=== mem_bus_bridge ===
mem_bus_bridge, routing congestion map:
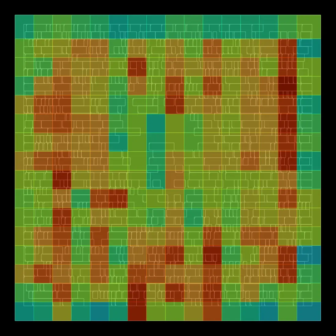

### src/rtl/mem_bus_bridge.sv
// Bridges the MEM-stage RAM port onto a two-phase (address/data) bus.
// Holds the pipeline while an access is in flight; parks in HOLD if the stage is already stalled.
`ifndef DATA_BUS_WIDTH
`define DATA_BUS_WIDTH 32
`endif

module mem_bus_bridge (
    input  logic                        clk,
    input  logic                        rst,
    input  logic                        ram_en,
    input  logic                        ram_write_en,
    input  logic [3:0]                  ram_write_sel,
    input  logic [`DATA_BUS_WIDTH-1:0]  ram_addr,
    input  logic [`DATA_BUS_WIDTH-1:0]  ram_write_data,
    input  logic                        stall_current_stage,
    output logic [`DATA_BUS_WIDTH-1:0]  ram_read_data,
    output logic                        stall_request,
    output logic                        bus_req,
    output logic                        bus_we,
    output logic [3:0]                  bus_sel,
    output logic [`DATA_BUS_WIDTH-1:0]  bus_addr,
    output logic [`DATA_BUS_WIDTH-1:0]  bus_wdata,
    input  logic                        bus_addr_ok,
    input  logic                        bus_data_ok,
    input  logic [`DATA_BUS_WIDTH-1:0]  bus_rdata
);

    typedef enum logic [1:0] {
        IDLE = 2'd0,
        REQ  = 2'd1,
        WAIT = 2'd2,
        HOLD = 2'd3
    } state_t;

    state_t                       state_q, state_d;
    logic [`DATA_BUS_WIDTH-1:0]   reqAddr_q, reqAddr_d;
    logic [`DATA_BUS_WIDTH-1:0]   reqWdata_q, reqWdata_d;
    logic [3:0]                   reqSel_q, reqSel_d;
    logic                         reqWe_q, reqWe_d;
    logic [`DATA_BUS_WIDTH-1:0]   readData_q, readData_d;

    logic zeroSelStore;
    logic startAccess;

    // A store with no byte enabled has nothing to do on the bus.
    assign zeroSelStore = ram_write_en && (ram_write_sel == 4'b0000);
    assign startAccess  = ram_en && !zeroSelStore;

    always_ff @(posedge clk) begin
        if (rst) begin
            state_q    <= IDLE;
            reqAddr_q  <= '0;
            reqWdata_q <= '0;
            reqSel_q   <= '0;
            reqWe_q    <= 1'b0;
            readData_q <= '0;
        end else begin
            state_q    <= state_d;
            reqAddr_q  <= reqAddr_d;
            reqWdata_q <= reqWdata_d;
            reqSel_q   <= reqSel_d;
            reqWe_q    <= reqWe_d;
            readData_q <= readData_d;
        end
    end

    always_comb begin
        state_d    = state_q;
        reqAddr_d  = reqAddr_q;
        reqWdata_d = reqWdata_q;
        reqSel_d   = reqSel_q;
        reqWe_d    = reqWe_q;
        readData_d = readData_q;

        unique case (state_q)
            IDLE: begin
                if (startAccess) begin
                    state_d    = REQ;
                    reqAddr_d  = ram_addr;
                    reqWdata_d = ram_write_data;
                    reqWe_d    = ram_write_en;
                    reqSel_d   = ram_write_en ? ram_write_sel : 4'b1111;
                end
            end
            REQ: begin
                if (bus_addr_ok) begin
                    state_d = WAIT;
                end
            end
            WAIT: begin
                if (bus_data_ok) begin
                    readData_d = bus_rdata;
                    state_d    = stall_current_stage ? HOLD : IDLE;
                end
            end
            HOLD: begin
                if (!stall_current_stage) begin
                    state_d = IDLE;
                end
            end
            default: state_d = IDLE;
        endcase
    end

    // Bus fields are only presented while a transaction is outstanding.
    always_comb begin
        bus_req       = 1'b0;
        bus_we        = 1'b0;
        bus_sel       = 4'b0000;
        bus_addr      = '0;
        bus_wdata     = '0;
        stall_request = 1'b0;
        ram_read_data = readData_q;

        unique case (state_q)
            IDLE: begin
                stall_request = startAccess;
            end
            REQ: begin
                bus_req       = 1'b1;
                bus_we        = reqWe_q;
                bus_sel       = reqSel_q;
                bus_addr      = reqAddr_q;
                bus_wdata     = reqWdata_q;
                stall_request = 1'b1;
            end
            WAIT: begin
                bus_we        = reqWe_q;
                bus_sel       = reqSel_q;
                bus_addr      = reqAddr_q;
                bus_wdata     = reqWdata_q;
                stall_request = !bus_data_ok;
                if (bus_data_ok) begin
                    ram_read_data = bus_rdata;
                end
            end
            HOLD: begin
                stall_request = 1'b0;
            end
            default: begin
                stall_request = 1'b0;
            end
        endcase
    end

endmodule

### config.mk
export PLATFORM = sky130hd
export DESIGN_NAME = mem_bus_bridge
export DESIGN_NICKNAME = d
export VERILOG_FILES = /design/src/rtl/mem_bus_bridge.sv
export SDC_FILE = /design/constraint.sdc
export NUM_CORES = 1
export LEC_CHECK = 0
export ABC_AREA = 1
export CAP_MARGIN = 15
export CORE_MARGIN = 3
export CORE_UTILIZATION = 42
export DETAILED_ROUTE_END_ITERATION = 10
export HOLD_SLACK_MARGIN = 0.08
export PLACE_DENSITY = 0.8
export SYNTH_ARGS = -nofsm -noshare
export SYNTH_HDL_FRONTEND = slang
export SYNTH_SLANG_ARGS = --single-unit
### constraint.sdc
create_clock -name clk -period 2 [get_ports clk]
set_input_delay 0.5 -clock clk [delete_from_list [all_inputs] [get_ports clk]]
set_output_delay 0.5 -clock clk [all_outputs]
set_load 0.03 [all_outputs]
=== alu_p2s ===
[config.mk]
export PLATFORM = sky130hd
export DESIGN_NAME = alu_p2s
export DESIGN_NICKNAME = d
export VERILOG_FILES = /design/src/rtl/msdap_pkg.sv /design/src/rtl/alu_p2s_if.sv /design/src/rtl/alu_p2s_shifter.sv /design/src/rtl/alu_p2s.sv
export SDC_FILE = /design/constraint.sdc
export NUM_CORES = 1
export LEC_CHECK = 0
export ABC_CLOCK_PERIOD_IN_PS = 6800
export CORE_ASPECT_RATIO = 0.5
export CORE_MARGIN = 3
export CORE_UTILIZATION = 40
export DETAILED_ROUTE_END_ITERATION = 8
export PLACE_DENSITY_LB_ADDON = 0.05
export SETUP_SLACK_MARGIN = 0.4
export SYNTH_ARGS = -nofsm -noshare
export SYNTH_HDL_FRONTEND = slang
export SYNTH_SLANG_ARGS = --single-unit
export TNS_END_PERCENT = 30
[constraint.sdc]
create_clock -name Sclk -period 6.8 [get_ports Sclk]
set_input_delay 1.36 -clock Sclk [delete_from_list [all_inputs] [get_ports Sclk]]
set_output_delay 1.36 -clock Sclk [all_outputs]
set_load 0.05 [all_outputs]
[src/rtl/msdap_pkg.sv]
// msdap_pkg: shared widths and serializer state encoding for the MSDAP datapath.
package msdap_pkg;
  localparam int ACC_W = 40;
  localparam int CNT_W = 6;
  typedef enum logic {IDLE = 1'b0, SHIFT = 1'b1} p2s_state_e;
endpackage

[src/rtl/alu_p2s_if.sv]
// alu_p2s_if: capture request/data from the accumulator and serial stream back out.
interface alu_p2s_if #(parameter int W = 40);
  logic         p2s_en;
  logic [W-1:0] cap_data;
  logic         serial_out;
  logic         frame;
  logic         out_ready;
  modport master (output p2s_en, cap_data, input serial_out, frame, out_ready);
  modport slave  (input p2s_en, cap_data, output serial_out, frame, out_ready);
endinterface

[src/rtl/alu_p2s_shifter.sv]
// p2s_shifter: captures a word and streams it MSB first with frame/out_ready.
module p2s_shifter
  import msdap_pkg::*;
#(
  parameter int W = 40
) (
  input logic    Sclk,
  input logic    Clear,
  alu_p2s_if.slave bus
);
  localparam logic [CNT_W-1:0] LAST = CNT_W'(W - 1);
  p2s_state_e       state_q, state_d;
  logic [W-1:0]     sr_q, sr_d;
  logic [CNT_W-1:0] cnt_q, cnt_d;
  logic             so_q, so_d, frame_q, frame_d, rdy_q, rdy_d;
  // A new capture always wins, so a request mid-word restarts the stream.
  always_comb begin
    state_d = state_q;
    sr_d    = sr_q;
    cnt_d   = cnt_q;
    if (bus.p2s_en) begin
      state_d = SHIFT;
      sr_d    = bus.cap_data;
      cnt_d   = '0;
    end else if (state_q == SHIFT) begin
      sr_d    = sr_q << 1;
      cnt_d   = cnt_q + CNT_W'(1);
      state_d = (cnt_q == LAST) ? IDLE : SHIFT;
    end
    so_d    = (state_d == SHIFT) ? sr_d[W-1] : 1'b0;
    frame_d = (state_d == SHIFT) && (cnt_d == '0);
    rdy_d   = (state_d == SHIFT);
  end
  always_ff @(posedge Sclk) begin
    if (Clear) begin
      state_q <= IDLE;
      sr_q    <= '0;
      cnt_q   <= '0;
      so_q    <= 1'b0;
      frame_q <= 1'b0;
      rdy_q   <= 1'b0;
    end else begin
      state_q <= state_d;
      sr_q    <= sr_d;
      cnt_q   <= cnt_d;
      so_q    <= so_d;
      frame_q <= frame_d;
      rdy_q   <= rdy_d;
    end
  end
  assign bus.serial_out = so_q;
  assign bus.frame      = frame_q;
  assign bus.out_ready  = rdy_q;
endmodule

[src/rtl/alu_p2s.sv]
// alu_p2s: 40-bit add/sub/shift accumulator feeding a parallel-to-serial output stage.
module alu_p2s
  import msdap_pkg::*;
#(
  parameter int ACC_W = msdap_pkg::ACC_W
) (
  input  logic             Sclk,
  input  logic             Clear,
  input  logic [ACC_W-1:0] add_input,
  input  logic             addsub,
  input  logic             adder_en,
  input  logic             shift_en,
  input  logic             load,
  input  logic             clear,
  input  logic             p2s_en,
  output logic [ACC_W-1:0] acc_out,
  output logic             serial_out,
  output logic             frame,
  output logic             out_ready
);
  logic [ACC_W-1:0] acc_q, acc_d;
  logic             op;
  alu_p2s_if #(.W(ACC_W)) p2s_bus ();
  assign op = load & adder_en;
  always_comb begin
    acc_d = clear ? '0
          : (op & shift_en) ? ACC_W'($signed(acc_q) >>> 1)
          : op ? (addsub ? acc_q - add_input : acc_q + add_input)
          : acc_q;
  end
  always_ff @(posedge Sclk) begin
    if (Clear) acc_q <= '0;
    else       acc_q <= acc_d;
  end
  // The shifter sees the pre-update accumulator, so capture+clear keeps the old word.
  assign p2s_bus.p2s_en   = p2s_en;
  assign p2s_bus.cap_data = acc_q;
  p2s_shifter #(.W(ACC_W)) u_shifter (
    .Sclk  (Sclk),
    .Clear (Clear),
    .bus   (p2s_bus.slave)
  );
  assign acc_out    = acc_q;
  assign serial_out = p2s_bus.serial_out;
  assign frame      = p2s_bus.frame;
  assign out_ready  = p2s_bus.out_ready;
endmodule

=== pwls_multi_osc ===
<file path="src/rtl/pwls_multi_osc.sv">
// Time-multiplexed oscillator bank: NUM_CHANNELS phase accumulators share one adder and wave generator.
// Optional hard sync between neighbouring channels is enabled by defining PWLS_OSC_HARD_SYNC_EN.
module pwls_multi_osc #(
  parameter int NUM_CHANNELS = 4,
  parameter int BITS         = 12,
  parameter int OCT_BITS     = 3
) (
  input  logic                            clk,
  input  logic                            rst_n,
  input  logic                            cfg_we,
  input  logic [$clog2(NUM_CHANNELS)-1:0] cfg_channel,
  input  logic [1:0]                      cfg_addr,
  input  logic [BITS-1:0]                 cfg_data,
  output logic                            out_valid,
  input  logic                            out_ready,
  output logic [BITS-1:0]                 out_sample,
  output logic [$clog2(NUM_CHANNELS)-1:0] out_channel,
  output logic                            out_wrap
);

  localparam int CW      = $clog2(NUM_CHANNELS);
  localparam int MAX_OCT = 2**OCT_BITS - 1;
  localparam int EN_BIT  = OCT_BITS;
  localparam int MODE_LO = OCT_BITS + 1;
`ifdef PWLS_OSC_HARD_SYNC_EN
  localparam int SYNC_BIT = OCT_BITS + 3;
  localparam int CTRL_W   = OCT_BITS + 4;
`else
  localparam int CTRL_W   = OCT_BITS + 3;
`endif

  localparam logic [1:0] ADDR_CTRL  = 2'd0;
  localparam logic [1:0] ADDR_MANT  = 2'd1;
  localparam logic [1:0] ADDR_PHASE = 2'd2;

  typedef enum logic [1:0] {
    MODE_SAW    = 2'd0,
    MODE_TRI    = 2'd1,
    MODE_SQUARE = 2'd2,
    MODE_NOISE  = 2'd3
  } mode_e;

  logic [BITS-1:0]   phase [NUM_CHANNELS];
  logic [CTRL_W-1:0] ctrl  [NUM_CHANNELS];
  logic [BITS-2:0]   mant  [NUM_CHANNELS];
  logic [14:0]       lfsr  [NUM_CHANNELS];
  logic [CW-1:0]     cur;

  logic              fire;
  logic [CTRL_W-1:0] cur_ctrl;
  logic [OCT_BITS-1:0] octave;
  logic [OCT_BITS-1:0] shamt;
  logic              enable;
  mode_e             mode;
  logic [BITS-1:0]   inc;
  logic [BITS-1:0]   base;
  logic [BITS:0]     sum;
  logic [BITS-1:0]   new_phase;
  logic              upd_wrap;
  logic [14:0]       lfsr_next;
  logic [BITS-1:0]   tri_wave;
  logic [BITS-1:0]   sample;

`ifdef PWLS_OSC_HARD_SYNC_EN
  logic [NUM_CHANNELS-1:0] sync_flag;
  logic [CW-1:0]           next_ch;
  assign next_ch = cur + 1'b1;
`endif

  assign fire = !out_valid || out_ready;

  // Shared datapath for the channel currently being serviced
  always_comb begin
    cur_ctrl  = ctrl[cur];
    octave    = cur_ctrl[OCT_BITS-1:0];
    enable    = cur_ctrl[EN_BIT];
    mode      = mode_e'(cur_ctrl[MODE_LO +: 2]);
    shamt     = OCT_BITS'(MAX_OCT) - octave;
    inc       = {1'b1, mant[cur]} >> shamt;
    base      = phase[cur];
`ifdef PWLS_OSC_HARD_SYNC_EN
    if (sync_flag[cur])
      base = '0;
`endif
    sum       = {1'b0, base} + {1'b0, inc};
    new_phase = sum[BITS-1:0];
    upd_wrap  = enable & sum[BITS];
    // x^15 + x^14 + 1, shifting toward bit 0 so lfsr[0] is the noise output
    lfsr_next = upd_wrap ? {lfsr[cur][0] ^ lfsr[cur][1], lfsr[cur][14:1]} : lfsr[cur];
    tri_wave  = {new_phase[BITS-2:0], 1'b0};
    if (new_phase[BITS-1])
      tri_wave = ~tri_wave;
    sample = '0;
    if (enable) begin
      case (mode)
        MODE_SAW:    sample = new_phase;
        MODE_TRI:    sample = tri_wave;
        MODE_SQUARE: sample = {BITS{new_phase[BITS-1]}};
        MODE_NOISE:  sample = {BITS{lfsr_next[0]}};
        default:     sample = '0;
      endcase
    end
  end

  // Channel state, sequencer and output register; a same-cycle PHASE write overrides the update
  always_ff @(posedge clk or negedge rst_n) begin
    if (!rst_n) begin
      for (int i = 0; i < NUM_CHANNELS; i++) begin
        phase[i] <= '0;
        ctrl[i]  <= '0;
        mant[i]  <= '0;
        lfsr[i]  <= 15'h7FFF;
      end
      cur         <= '0;
      out_valid   <= 1'b0;
      out_sample  <= '0;
      out_channel <= '0;
      out_wrap    <= 1'b0;
    end else begin
      if (fire) begin
        if (enable)
          phase[cur] <= new_phase;
        lfsr[cur]   <= lfsr_next;
        cur         <= cur + 1'b1;
        out_valid   <= 1'b1;
        out_sample  <= sample;
        out_channel <= cur;
        out_wrap    <= upd_wrap;
      end
      if (cfg_we) begin
        case (cfg_addr)
          ADDR_CTRL:  ctrl[cfg_channel]  <= cfg_data[CTRL_W-1:0];
          ADDR_MANT:  mant[cfg_channel]  <= cfg_data[BITS-2:0];
          ADDR_PHASE: phase[cfg_channel] <= cfg_data;
          default:    ;
        endcase
      end
    end
  end

`ifdef PWLS_OSC_HARD_SYNC_EN
  // A wrap on channel k arms a phase reset for channel k+1 on its next visit
  always_ff @(posedge clk or negedge rst_n) begin
    if (!rst_n) begin
      sync_flag <= '0;
    end else if (fire) begin
      sync_flag[cur] <= 1'b0;
      if (upd_wrap && ctrl[next_ch][SYNC_BIT])
        sync_flag[next_ch] <= 1'b1;
    end
  end
`endif

endmodule

</file>
<file path="config.mk">
export PLATFORM = sky130hd
export DESIGN_NAME = pwls_multi_osc
export DESIGN_NICKNAME = d
export VERILOG_FILES = /design/src/rtl/pwls_multi_osc.sv
export SDC_FILE = /design/constraint.sdc
export NUM_CORES = 1
export LEC_CHECK = 0
export CORE_UTILIZATION = 50
export CTS_CLUSTER_DIAMETER = 30
export DETAILED_ROUTE_END_ITERATION = 16
export PLACE_DENSITY = 0.63
export SYNTH_ARGS = -nofsm -noshare
export SYNTH_HDL_FRONTEND = slang
export SYNTH_SLANG_ARGS = --single-unit
</file>
<file path="constraint.sdc">
create_clock -name clk -period 6.4 [get_ports clk]
set_clock_uncertainty 0.05 [all_clocks]
set_input_delay 1.28 -clock clk [delete_from_list [all_inputs] [get_ports clk]]
set_output_delay 1.28 -clock clk [all_outputs]
set_load 0.02 [all_outputs]
</file>
mem_bus_bridge, clock distribution:
Scale: 3 px per um.
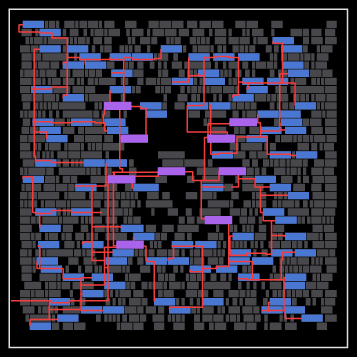
[purple] clock-net drivers | count: 9
[blue] flip-flops | count: 103
[red] clock wires | length: 1220 um
routed clock nets	10
flops lie	spread over the die

Notes on 'routing congestion map' of mem_bus_bridge above:
met3 Use GR: 6.52%
layer with the highest usage: met2
final design utilization: 77.6%

==> notes.md, mem_bus_bridge <==
Results of the flow run.

The global-route wire length before repair stands at roughly 25000 um. The run finished, with violations left. The quantity of I/O buffers inserted on ports stands at 209. The final-layout fill cell count stands at about 750. Among all cell types in the netlist, the one instantiated most often is nand2_1.

The required time at the endpoint of the critical path stands at 1.50 ns. The global routing report lists met1 layer usage as around 28%. Grouping non-sequential cells by family puts the most area in simple AND/OR/NAND/NOR gates. The delay of the slowest cell on the worst path stands at around 0.37 ns.

The number of endpoints failing setup at the final stage stands at 102. Setup repair after global routing could not meet its margin everywhere. Hold-check failures listed in the final report amount to 0. The final reports fail on negative setup slack. Multi-input logic gates represent a cell area share of 28.3%. The number of gates given a new drive strength after cts stands at 178. Synthesis produced a netlist with a net count of between 800 and 900. The detailed-routing iteration count for the pre-antenna-repair pass stands at 5. The maximum net fanout on the critical path stands at 9. Setup slack on the critical path of the routed design comes to -0.200 ns.

The highest metal layer carrying signal wires in the routed design is met4. The data arrival time of the worst path stands at 1.70 ns. STA lists the startpoint of the worst register-to-register path as state_q[0]$_SDFFE_PP0P_. The fraction of synthesized cell area in xor and xnor cells stands at 0%. Once layout is complete, the cells apart from fillers number around 1100. The post-layout net count stands at 1042.

Clock buffers in the final layout number 11. STA classifies the critical path startpoint as a flop. The netlist area before placement stands at between 0.004 and 0.005 sq mm. The worst max-slew margin expressed relative to the limit stands at 72.5%. The total tool warning count stands at 32.

The number of flops mapped to enable cells by yosys stands at 0. In the per-layer breakdown of the detailed-route log, met1 shows 6540 um. Leaving out fill and tap cells, the most frequent cell in the layout is nand2_1.

The worst hold margin stands at around 0.46 ns. The die extent in y stands at between 100 and 150 um. The synthesized instance count is 707. The clock buffer and inverter area fraction after layout stands at 3.45%. The cell total after placement stands at 1039.
-- mem_bus_bridge: flip-flops by register name (all words and copies together), names as in the netlist --
signal / flops
readData_q: 32
reqAddr_q: 32
reqWdata_q: 32
reqSel_q: 4
state_q: 2
reqWe_q: 1
-- mem_bus_bridge: power by group --
part	internal, W	switching, W	total (W)
combinational	0.00339	0.00417	0.00756
sequential	0.00248	0.000245	0.00273
clock	0.000925	0.000793	0.00172
-- mem_bus_bridge: cells by family after synthesis --
kind of cell | after synthesis
and+or+nand+nor | 296
buffers and inverters | 199
AOI/OAI and AO/OA | 104
adders and majority gates | 5
DFF | 103
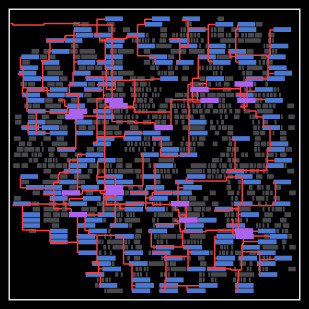
pwls_multi_osc: clock distribution
Scale: 2 px per um.
[blue] flip-flops | count: 194
[red] clock wires | length: 2290 um
[purple] clock-net drivers | count: 17
routed clock nets	18
clock latency of the later-clocked register in the worst-skew pair: 0.43 ns
Clk pwr share: 16.8%

==> notes.md, pwls_multi_osc <==
Results of the flow run.

The flow ran to the end, and the final reports show no timing, DRC or antenna violations. The total cells reported by yosys after synthesis stands at 909. In this run, flip-flops and latches consume 26.7% of the power.

The number of global-route vias before repair came to just over 7000. For reference, XOR and XNOR gates occupy under 10% of the area reported after synthesis. The multi-input combinational gate total stands at 645. Of the cells placed in the final design, the portion with a size suffix greater than 1 is 26.4%. The HPWL after detailed placement stands at 16300 um.

The max-slew check reports its worst relative slack as between 20% and 30%. The area of the multi-input gates stands at 0.00495 sq mm. The max-cap violation count stands at 0.

In this run the power density over the cells is 573 mW/mm^2. The number of sequential cells in the layout stands at a little under 200. The data arrival time of the worst path stands at 5.20 ns.

In this run the critical path is formed by mux4_2, mux2i_1, mux2i_1, nand2_1, o21ai_0, ha_1, fa_1, a21oi_1, o2111ai_1, o22ai_1, o21ai_2, buf_4, mux2i_2, o21ai_1, o221ai_1. In this run the standard cell core region covers between 0.015 and 0.02 sq mm. The number of cells on the worst hold path stands at 2. Ranked by power, first place goes to combinational cells.
pwls_multi_osc: through the flow:
| stage | setup slack, ns | area, sq um |
|---|---|---|
| after detailed placement | 1.50 | 10700 |
| after global placement | 1.62 | 10700 |
| after floorplan | 2.13 | 10100 |
| after global routing | 1.10 | 11300 |
| final | 1.48 | 11300 |
| after CTS | 1.47 | 11300 |
pwls_multi_osc: Yosys cell counts, types with 15 or more instances:
cell      count
a21oi_1      31
buf_2        16
nor2_1       34
nand2_1     153
dfstp_2      60
mux4_2       44
mux2_2       77
clkbuf_1     42
dfrtp_1     134
xnor2_1      15
o21ai_0     130
ha_1         16
mux2i_1      57
alu_p2s, I/O nets highlighted:
Scale: 2 px per um.
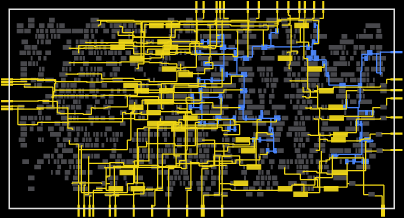
color	port	direction	end cells	buffers	wire
yellow	`acc_out`	output	40	40	4120 um
blue	`p2s_en`	input	83	2	546 um

alu_p2s, routing congestion map:
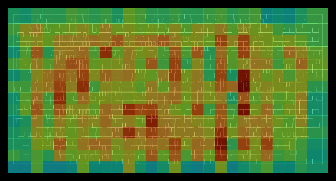
global-route track usage on met1: 34.8%
layer with the highest usage: met1
met3 Use GR: 3.45%
global-route track usage on met2: 32.1%

==> notes.md, alu_p2s <==
Results of the flow run.

The buffering stage count on the worst path with inverters included stands at 1. The pin count of the biggest net entering global routing stands at 84. The path class of the tightest hold or removal check is flop to flop. The area of the multi-input gates stands at between 0.004 and 0.005 sq mm. Setup repair after global routing left no endpoint under its margin. The number of different library cells used by synthesis comes to 62. The timing report gives the biggest stage delay along the critical path as 0.59 ns. The number of hold buffers added after CTS was 0. The number of cell instances on the worst register-to-register path stands at 12. The diode insertion count for antenna repair stands at 0.

The sequential element share of the synthesized area stands at approximately a quarter. The clock-pin slew on the worst setup and hold paths stands at 0.07 ns. The number of synthesized register bits stands at 89.

The number of antenna violations at the first check in global routing came to 0. In the final layout, the fill cell count is 1642. The final hold violation count recorded for this run is 0. Looking at the post-CTS report, the setup buffer insertion count equals 0. The number of design-rule violations left by the first detailed-router iteration stands at just under 600. The peak supply drop stands at 0.138 mV. The clock tree buffer count of the final layout stands at 10. Summed over the clock group, the power is around 0.00051 W. Per the synth stats, the proportion of register bits with asynchronous set or reset is 0%.

The worst-case clock skew stands at 0.0109 ns. Clock tree synthesis inserted a total of 9 buffers. The run finished with clean final reports.

The die is ~100 um tall.
## alu_p2s: layer usage
metal  vias to the layer above  share of wire [%]  wire length, um  global-route usage (%)
li1                       3472                  -                -                       -
met1                      3182                 53            11200                    34.8
met2                       181                 41             8590                    32.1
met3                        17                5.2             1100                    3.45
met4                         0               0.81              170                    3.55
met5                         -                  0                0                       0
## alu_p2s: metrics by stage
step	hold WS, ns	cells	worst slack [ns]
5_1_grt	0.527	1236	0.410
3_5_place_dp	0.488	1213	0.0487
4_1_cts	0.498	1229	0.427
6_report	0.491	1236	0.560
2_1_floorplan	0.495	924	0.877
3_3_place_gp	0.479	1213	0.130

==> layout pictures side by side <==
M4 wires.
picture 1
Scale: 2 px per um. Supply wires on this layer in gray.
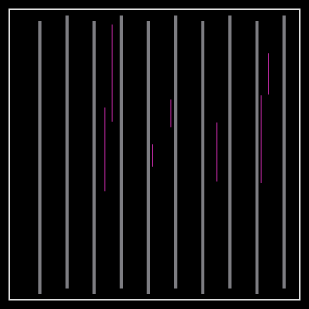
picture 2
Scale: 3 px per um. Supply wires on this layer in gray.
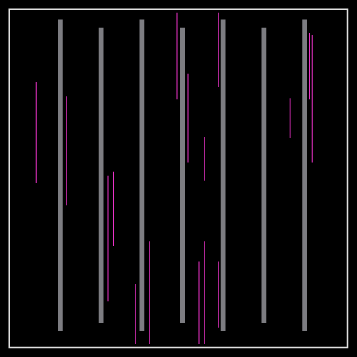
picture 3
Scale: 2 px per um. Supply wires on this layer in gray.
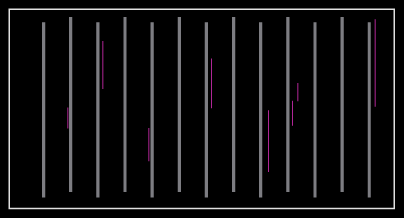
pwls_multi_osc is picture 1.
alu_p2s is picture 3.
mem_bus_bridge is picture 2.
Of these, smallest die: picture 2



==> notes/layouts.md <==
Pictures saved along the way, in no particular order.

Placement density heat map.
image #1
Scale: 2 px per um. 19 x 10 tiles, from dark blue (low) to red (high), 0 to 100% covered.
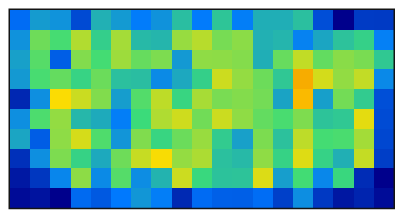
image #2
Scale: 2 px per um. 14 x 14 tiles, from dark blue (low) to red (high), 0 to 100% covered.
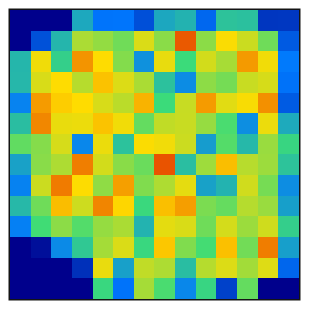
image #3
Scale: 3 px per um. 11 x 11 tiles, from dark blue (low) to red (high), 0 to 100% covered.
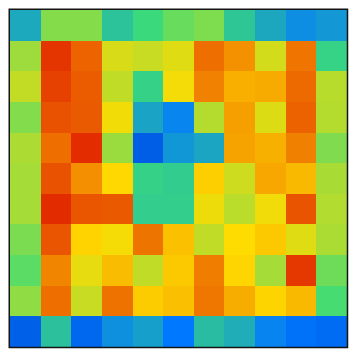
alu_p2s: image #1
mem_bus_bridge: image #3
pwls_multi_osc: image #2
The one with the highest utilization is image #3.
The one with the smallest die is image #3.

Power figures rest on the tool's default switching activity, not on a simulated workload.
